=== seg_display_engine ===
==> seg_display_engine/congestion.png <==
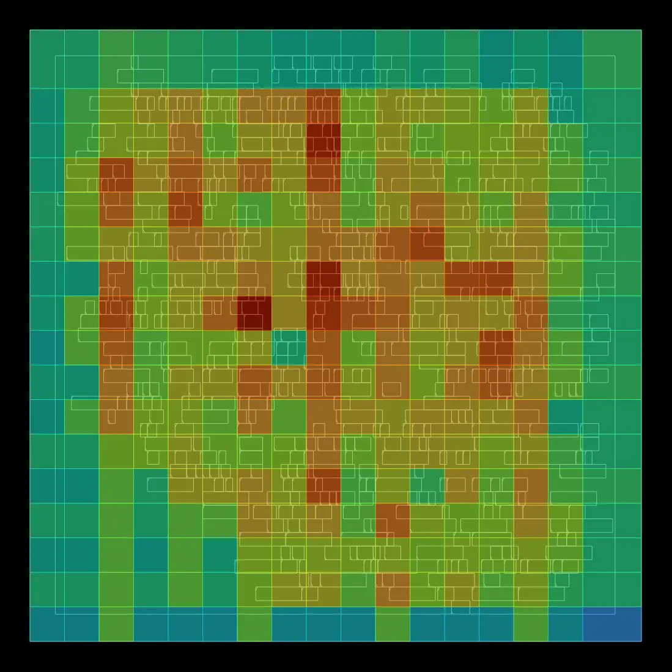
==> seg_display_engine/layer_met1.png <==
(4 px per um) Supply wires on this layer in grey. Cells faint in the background.
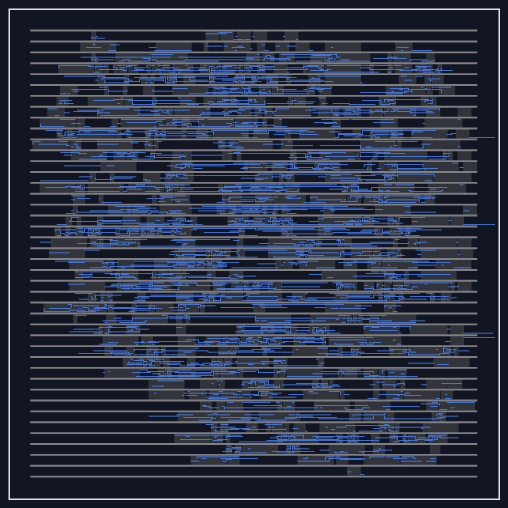
`src/rtl/seg_display_engine.sv`:
```
// seg_display_engine: multi-digit 7-segment driver with sequential shift-add-3 BCD
// conversion, signed/unsigned/hex formatting and registered scan multiplexing.
module seg_display_engine #(
  parameter int WIDTH          = 8,
  parameter int DIGITS         = 4,
  parameter int SCAN_BITS      = 16,
  parameter int SEG_ACTIVE_LOW = 1
) (
  input  logic              clk,
  input  logic              rst_n,
  input  logic [WIDTH-1:0]  value,
  input  logic [1:0]        mode,
  output logic [6:0]        seg,
  output logic [DIGITS-1:0] an,
  output logic              busy,
  output logic              ready
);
  localparam int NBCD = (WIDTH * 301) / 1000 + 1;
  localparam int NNIB = (WIDTH + 3) / 4;
  localparam int MX0  = NBCD > DIGITS ? NBCD : DIGITS;
  localparam int MX   = MX0 > NNIB ? MX0 : NNIB;
  localparam int IW   = $clog2(DIGITS);
  localparam int CW   = $clog2(WIDTH);
  localparam logic [6:0] DASH = 7'h40;
  typedef enum logic [1:0] {IDLE, CONV, UPDATE} state_t;
  state_t                   state_q, state_d;
  logic                     snap_v_q, neg_q, ready_q, change, capture, neg, hex_ovf, dec_ovf;
  logic [WIDTH-1:0]         val_q, sr_q, mag;
  logic [1:0]               mode_q;
  logic [4*NBCD-1:0]        bcd_q, adj, bcd_step;
  logic [4*MX-1:0]          bcd_pad, hexv;
  logic [CW-1:0]            cnt_q;
  logic [DIGITS-1:0][6:0]   dig_q, dig_d, fmt;
  logic [SCAN_BITS-1:0]     scan_q;
  logic [IW-1:0]            idx_q, idx_d;
  logic [DIGITS-1:0]        an_q, an_d;
  logic [6:0]               seg_q, seg_d;
  int                       msd;

  function automatic logic [6:0] glyph(input logic [3:0] n);
    case (n)
      4'h0: glyph = 7'h3F; 4'h1: glyph = 7'h06; 4'h2: glyph = 7'h5B; 4'h3: glyph = 7'h4F;
      4'h4: glyph = 7'h66; 4'h5: glyph = 7'h6D; 4'h6: glyph = 7'h7D; 4'h7: glyph = 7'h07;
      4'h8: glyph = 7'h7F; 4'h9: glyph = 7'h6F; 4'hA: glyph = 7'h77; 4'hB: glyph = 7'h7C;
      4'hC: glyph = 7'h39; 4'hD: glyph = 7'h5E; 4'hE: glyph = 7'h79; default: glyph = 7'h71;
    endcase
  endfunction

  always_ff @(posedge clk or negedge rst_n)
    if (!rst_n) state_q <= IDLE;
    else state_q <= state_d;

  always_comb begin
    change  = !snap_v_q || {value, mode} != {val_q, mode_q};
    capture = state_q == IDLE && change;
    state_d = state_q == IDLE ? (change ? CONV : IDLE) :
              state_q == CONV ? (cnt_q == CW'(WIDTH - 1) ? UPDATE : CONV) : IDLE;
  end

  always_comb busy = state_q != IDLE;

  always_comb begin
    neg = mode == 2'd0 && value[WIDTH-1];
    mag = neg ? WIDTH'(-{value[WIDTH-1], value}) : value;
    for (int k = 0; k < NBCD; k++)
      adj[4*k+:4] = bcd_q[4*k+:4] >= 4'd5 ? bcd_q[4*k+:4] + 4'd3 : bcd_q[4*k+:4];
    bcd_step = (4*NBCD)'({adj, sr_q[WIDTH-1]});
  end

  // Decimal digits above the most significant non-zero one are blank, except the sign slot.
  always_comb begin
    bcd_pad = '0;
    bcd_pad[4*NBCD-1:0] = bcd_q;
    hexv = '0;
    hexv[WIDTH-1:0] = val_q;
    msd = 0;
    hex_ovf = 1'b0;
    fmt = '0;
    for (int k = 0; k < MX; k++) begin
      if (bcd_pad[4*k+:4] != 4'd0) msd = k;
      if (k >= DIGITS && hexv[4*k+:4] != 4'd0) hex_ovf = 1'b1;
    end
    dec_ovf = msd + 1 + int'(neg_q) > DIGITS;
    for (int i = 0; i < DIGITS; i++)
      fmt[i] = mode_q == 2'd3 ? 7'h00 :
               mode_q == 2'd2 ? (hex_ovf ? DASH : glyph(hexv[4*i+:4])) :
               dec_ovf ? DASH : i <= msd ? glyph(bcd_pad[4*i+:4]) :
               (neg_q && i == msd + 1) ? DASH : 7'h00;
  end

  // Segments follow the next digit contents so anode and pattern switch together.
  always_comb begin
    dig_d = state_q == UPDATE ? fmt : dig_q;
    idx_d = &scan_q ? (idx_q == IW'(DIGITS - 1) ? '0 : idx_q + 1'b1) : idx_q;
    an_d  = ~(DIGITS'(1) << idx_d);
    seg_d = SEG_ACTIVE_LOW != 0 ? ~dig_d[idx_d] : dig_d[idx_d];
  end

  always_ff @(posedge clk or negedge rst_n)
    if (!rst_n) begin
      snap_v_q <= 1'b0;
      val_q    <= '0;
      mode_q   <= '0;
      neg_q    <= 1'b0;
      sr_q     <= '0;
      bcd_q    <= '0;
      cnt_q    <= '0;
      dig_q    <= '0;
      ready_q  <= 1'b0;
      scan_q   <= '0;
      idx_q    <= '0;
      an_q     <= ~DIGITS'(1);
      seg_q    <= SEG_ACTIVE_LOW != 0 ? 7'h7F : 7'h00;
    end else begin
      if (capture) begin
        snap_v_q <= 1'b1;
        val_q    <= value;
        mode_q   <= mode;
        neg_q    <= neg;
        sr_q     <= mag;
        bcd_q    <= '0;
        cnt_q    <= '0;
      end else if (state_q == CONV) begin
        sr_q  <= sr_q << 1;
        bcd_q <= bcd_step;
        cnt_q <= cnt_q + 1'b1;
      end
      dig_q   <= dig_d;
      ready_q <= state_q == UPDATE;
      scan_q  <= scan_q + 1'b1;
      idx_q   <= idx_d;
      an_q    <= an_d;
      seg_q   <= seg_d;
    end

  assign seg   = seg_q;
  assign an    = an_q;
  assign ready = ready_q;
endmodule

```
`config.mk`:
```
export PLATFORM = sky130hd
export DESIGN_NAME = seg_display_engine
export DESIGN_NICKNAME = d
export VERILOG_FILES = /design/src/rtl/seg_display_engine.sv
export SDC_FILE = /design/constraint.sdc
export NUM_CORES = 1
export LEC_CHECK = 0
export CORE_MARGIN = 5
export CORE_UTILIZATION = 45
export CTS_BUF_LIST = sky130_fd_sc_hd__clkbuf_2
export DETAILED_ROUTE_END_ITERATION = 16
export PLACE_DENSITY = 0.58
export SLEW_MARGIN = 20
export SYNTH_ARGS = -nofsm -noshare
export SYNTH_HDL_FRONTEND = slang
export SYNTH_SLANG_ARGS = --single-unit
```
`constraint.sdc`:
```
create_clock -name clk -period 6.87 [get_ports clk]
set_input_delay 1.0305 -clock clk [delete_from_list [all_inputs] [get_ports clk]]
set_output_delay 1.0305 -clock clk [all_outputs]
set_load 0.1 [all_outputs]
```
==> out/metrics.json <==
{
  "cts_root_buffer": "clkbuf_2",
  "routed_wire_length_per_instance_um": 16.7,
  "report.power.total_uw": 2740,
  "design.die.area_sq_um": 14900,
  "power.share.clock_pct": 10.5,
  "final_min_period_over_clock_period_pct": 57.7,
  "ys_sh_simple_pct": 16.5,
  "postSynthSeqShare_pct": 42.3,
  "synth_adder_area_share_pct": 9.07,
  "outcome": "complete, no violations",
  "layout.nets": 644,
  "num-nonclk-buffers": 26,
  "crit_buf_inv": 2,
  "max_slew.worst_pin.slew_ns": 0.967,
  "gr-total-overflow": 0,
  "drt_first_iter_violations": 281,
  "die_width_um": 122
}
## Picture notes: seg_display_engine/congestion.png
met1 Track Usage GR: 27.4%
Core Util, Final: 49.0%
Overall Global Routing Usage: 18.1%
highest-utilization routing layer at the global route stage: met1
met3 Usage GRT: 3.39%

## Picture notes: seg_display_engine/layer_met1.png
The wires run mostly horizontal. The longest straight run is 43.7 um. 584 nets have wire on it.
Vias: 4215
drt total wl: 12900 um

[Yosys cell counts, types with 3 or more instances]
cell       instances  area, sq um
dfrtp_1           85         2130
nand2_1           67          251
nor2_1            47          176
ha_1              41          513
o21ai_0           28          140
inv_1             27          101
xnor2_1           21          184
a21oi_1           20          100
clkbuf_1          17         63.8
mux2i_1           14          140
nand3_1           14         70.1
nor2b_1           12         75.1
nor3_1            12         60.1
a31oi_1           11         68.8
xor2_1            11         96.3
buf_2             10         50.1
dfstp_2           10          263
nand2b_1          10         62.6
mux2_2             9          101
o22ai_1            8         50.1
o211ai_1           6         45.0
o21ai_1            6         30.0
a22o_1             5         43.8
a22oi_1            5         37.5
and3_1             5         31.3
inv_2              5         18.8
mux4_2             5          113
nand4_1            5         31.3
a221o_1            4         40.0
a221oi_1           4         35.0
o211a_1            4         40.0
a2111oi_0          3         26.3
a21o_1             3         22.5
o221ai_1           3         26.3
o32ai_1            3         26.3
or3_1              3         18.8
or3b_1             3         26.3
[registers in the layout (all words and copies together) (netlist names), 2 cells and up]
name	count
an	4
cnt_q	3
mode_q	2
dig_q	28
scan_q	16
seg	7
val_q	8
state_q	2
bcd_q	12
idx_q	2
sr_q	8

=== johnson_seq_ctrl ===
`src/rtl/johnson_seq_ctrl.sv`:
```
// Johnson (twisted-ring) counter with up/down stepping, clear, parallel load and phase decode.
// Latency: ring updates one cycle after the controlling inputs; decode outputs and tc are combinational from q.
// Backpressure: none; en gates advancement, and illegal ring contents self-correct on the next edge.
//
// Ports:
//   clk        rising-edge clock
//   rst        synchronous active-high reset (q = 0, err = 0)
//   en         advance one state this cycle
//   dir        0 = count up, 1 = count down
//   clr        synchronous clear to state 0; also clears err
//   ld         parallel load of ld_val (taken verbatim, even if illegal)
//   ld_val     value to load
//   q / q_bar  ring contents and their complement
//   state_idx  phase index 0..2*WIDTH-1 (0 when q is illegal)
//   onehot     one-hot phase (all-zero when q is illegal)
//   tc         terminal-count strobe for the current direction
//   err        sticky flag: ring held an illegal pattern at some edge
module johnson_seq_ctrl #(
  parameter int WIDTH = 4,
  parameter int IDX_W = 3
) (
  input  logic                 clk,
  input  logic                 rst,
  input  logic                 en,
  input  logic                 dir,
  input  logic                 clr,
  input  logic                 ld,
  input  logic [WIDTH-1:0]     ld_val,
  output logic [WIDTH-1:0]     q,
  output logic [WIDTH-1:0]     q_bar,
  output logic [IDX_W-1:0]     state_idx,
  output logic [2*WIDTH-1:0]   onehot,
  output logic                 tc,
  output logic                 err
);

  localparam int SEQ_LEN = 2 * WIDTH;

  if (WIDTH < 2 || WIDTH > 16 || (1 << IDX_W) < SEQ_LEN) begin : g_bad_param
    $error("johnson_seq_ctrl: WIDTH must be 2..16 and 2**IDX_W >= 2*WIDTH");
  end

  logic [WIDTH-1:0] q_q, q_d;
  logic             err_q, err_d;
  logic [4:0]       pop;
  logic [4:0]       trans;
  logic             legal;
  logic [5:0]       idx_full;

  // A Johnson pattern is a single run of ones against a single run of zeros,
  // so any legal ring has at most one boundary between adjacent bits.
  always_comb begin
    pop   = '0;
    trans = '0;
    for (int i = 0; i < WIDTH; i++) begin
      pop = pop + 5'(q_q[i]);
    end
    for (int i = 0; i < WIDTH - 1; i++) begin
      trans = trans + 5'(q_q[i] ^ q_q[i+1]);
    end
    legal = (trans <= 5'd1);
  end

  // Filling phase (MSB clear) counts ones; draining phase counts back down from 2*WIDTH.
  always_comb begin
    if (q_q[WIDTH-1]) begin
      idx_full = 6'(SEQ_LEN) - 6'(pop);
    end else begin
      idx_full = 6'(pop);
    end
  end

  always_comb begin
    q_d   = q_q;
    err_d = err_q;
    if (clr) begin
      q_d   = '0;
      err_d = 1'b0;
    end else begin
      if (!legal) begin
        err_d = 1'b1;
      end
      if (ld) begin
        q_d = ld_val;
      end else if (!legal) begin
        q_d = '0;
      end else if (en) begin
        if (dir) begin
          q_d = {~q_q[0], q_q[WIDTH-1:1]};
        end else begin
          q_d = {q_q[WIDTH-2:0], ~q_q[WIDTH-1]};
        end
      end
    end
  end

  always_ff @(posedge clk) begin
    if (rst) begin
      q_q   <= '0;
      err_q <= 1'b0;
    end else begin
      q_q   <= q_d;
      err_q <= err_d;
    end
  end

  assign q         = q_q;
  assign q_bar     = ~q_q;
  assign err       = err_q;
  assign state_idx = legal ? IDX_W'(idx_full) : '0;
  assign onehot    = legal ? (SEQ_LEN'(1) << idx_full) : '0;

  // tc only fires when this edge would really wrap; any higher-priority action suppresses it.
  assign tc = legal & ~rst & ~clr & ~ld & en &
              (dir ? (idx_full == 6'd0) : (idx_full == 6'(SEQ_LEN - 1)));

endmodule

```
`config.mk`:
```
export PLATFORM = sky130hd
export DESIGN_NAME = johnson_seq_ctrl
export DESIGN_NICKNAME = d
export VERILOG_FILES = /design/src/rtl/johnson_seq_ctrl.sv
export SDC_FILE = /design/constraint.sdc
export NUM_CORES = 1
export LEC_CHECK = 0
export ABC_AREA = 1
export CORE_MARGIN = 5
export CORE_UTILIZATION = 38
export CTS_BUF_LIST = sky130_fd_sc_hd__clkbuf_8
export CTS_CLUSTER_SIZE = 10
export DETAILED_ROUTE_END_ITERATION = 8
export GPL_TIMING_DRIVEN = 0
export PLACE_DENSITY = 0.77
export REMOVE_ABC_BUFFERS = 1
export SLEW_MARGIN = 20
export SYNTH_ARGS = -nofsm -noshare
export SYNTH_HDL_FRONTEND = slang
export SYNTH_SLANG_ARGS = --single-unit
```
`constraint.sdc`:
```
create_clock -name clk -period 2.6 [get_ports clk]
set_input_delay 0.39 -clock clk [delete_from_list [all_inputs] [get_ports clk]]
set_output_delay 0.39 -clock clk [all_outputs]
set_load 0.03 [all_outputs]
```
==> out/metrics.json <==
{
  "outcome": "complete, but fails checks",
  "failing_checks": "negative setup slack",
  "worstSetupStartpoint": "q[1]$_SDFFE_PP0P_",
  "comb_power_uw": 257,
  "pwr_density_cell_nw_per_um2": 417,
  "layout.cells.non_filler": 180,
  "hold_path_cell_cnt": 2,
  "postLayoutSetupSlackWorst_ns": -0.205,
  "setup-violations-final": 10,
  "clockBufferDepth": 2,
  "timing.clock.skew_ns": 0.00157,
  "grt_first_pass_wirelength_um": 3380,
  "ys_cells": 118,
  "maxSlewHeadroom_pct": 77.2,
  "leakagePower_uw": 0.000564,
  "sequentialPowerShare_pct": 17.7,
  "synth_flops": 5
}
==> timing repair <==
item                       4_1_cts  5_1_grt
hold buffers                     0        0
gates cloned                     0        0
setup endpoints to repair       12       11
setup buffers                    3        2
pin swaps                       13       11
resized                         97       18
==> layer usage <==
layer	vias to the layer above	share of wire (%)
met5	-	0
met4	0	1.6
met3	3	8.9
met2	48	50
met1	368	40
li1	433	-
==> critical path: stages (launching register included) <==
cell and delay [ns]:
dfxtp_2 0.35, inv_4 0.04, fa_1 0.48, inv_2 0.08, ha_4 0.13, inv_2 0.04
ha_4 0.31, inv_4 0.04, nand2_4 0.06, nand3_2 0.06, nand2_2 0.08, inv_2 0.06
nor2_4 0.10, nand2_2 0.08, nor2_1 0.10, buf_4 0.17
==> cell families after synthesis <==
kind of cell | count (synthesis) | synth area share, %
fa+ha+maj | 7 | 14.0
buf+inv | 22 | 14.2
xor+xnor | 1 | 1.29
simple gates | 73 | 48.3
compound gates | 10 | 7.38
flops | 5 | 14.8
==> area by class of cell <==
type	count	area [sq um]
Multi-Input combinational cell	91	581
Fill cell	154	541
Timing Repair Buffer	35	317
Sequential cell	5	106
Inverter	20	87.6
Clock buffer	3	41.3
Tap cell	25	31.3
Clock inverter	1	3.75
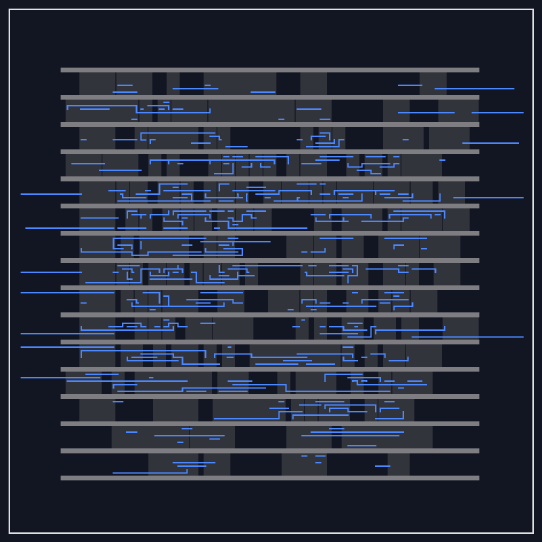
(johnson_seq_ctrl/layer_met1.png)
(10 px per um) Supply wires on this layer in grey. Cells faint in the background.
The longest straight run is 12.4 um. 150 nets have wire on it. The layer carries 819 um of wire.
met1 Track Usage GR: 16.1%
drt total wl: 2050 um
Vias: 852

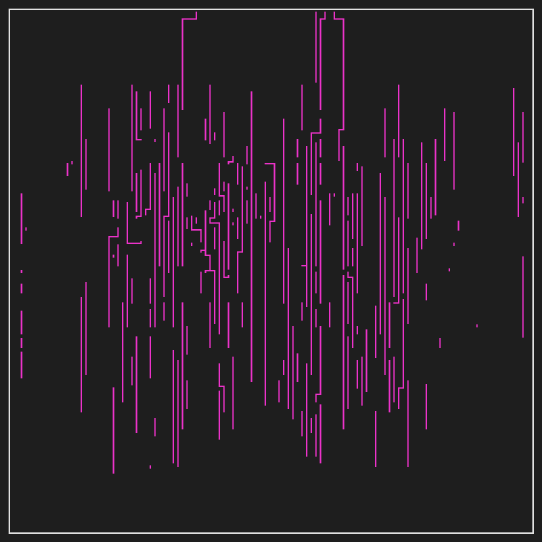
(johnson_seq_ctrl/layer_met2.png)
(10 px per um)
144 nets have wire on it. The layer holds 50% of the routed length. The wires run mostly vertical. The layer carries 1020 um of wire.
M2 GR Usage: 32.8%



==> gallery <==
Met3 routing.
Plate I
(12 px per um) Cells faint in the background.
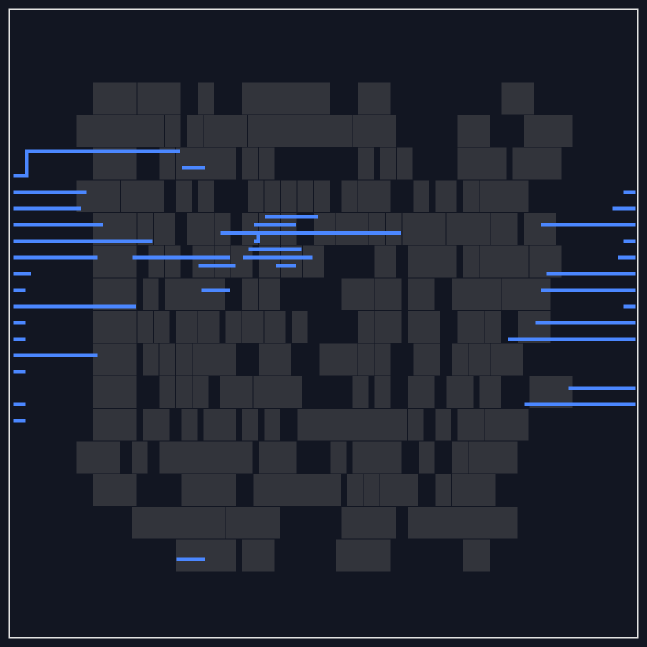
Plate II
(4 px per um) Cells faint in the background.
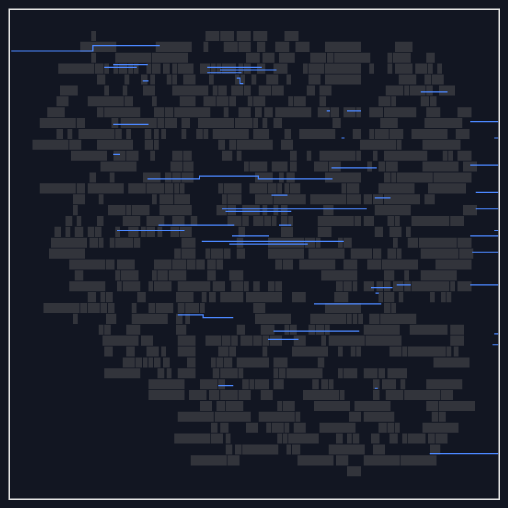
Of these, largest die: Plate II
- seg_display_engine = Plate II
- johnson_seq_ctrl = Plate I

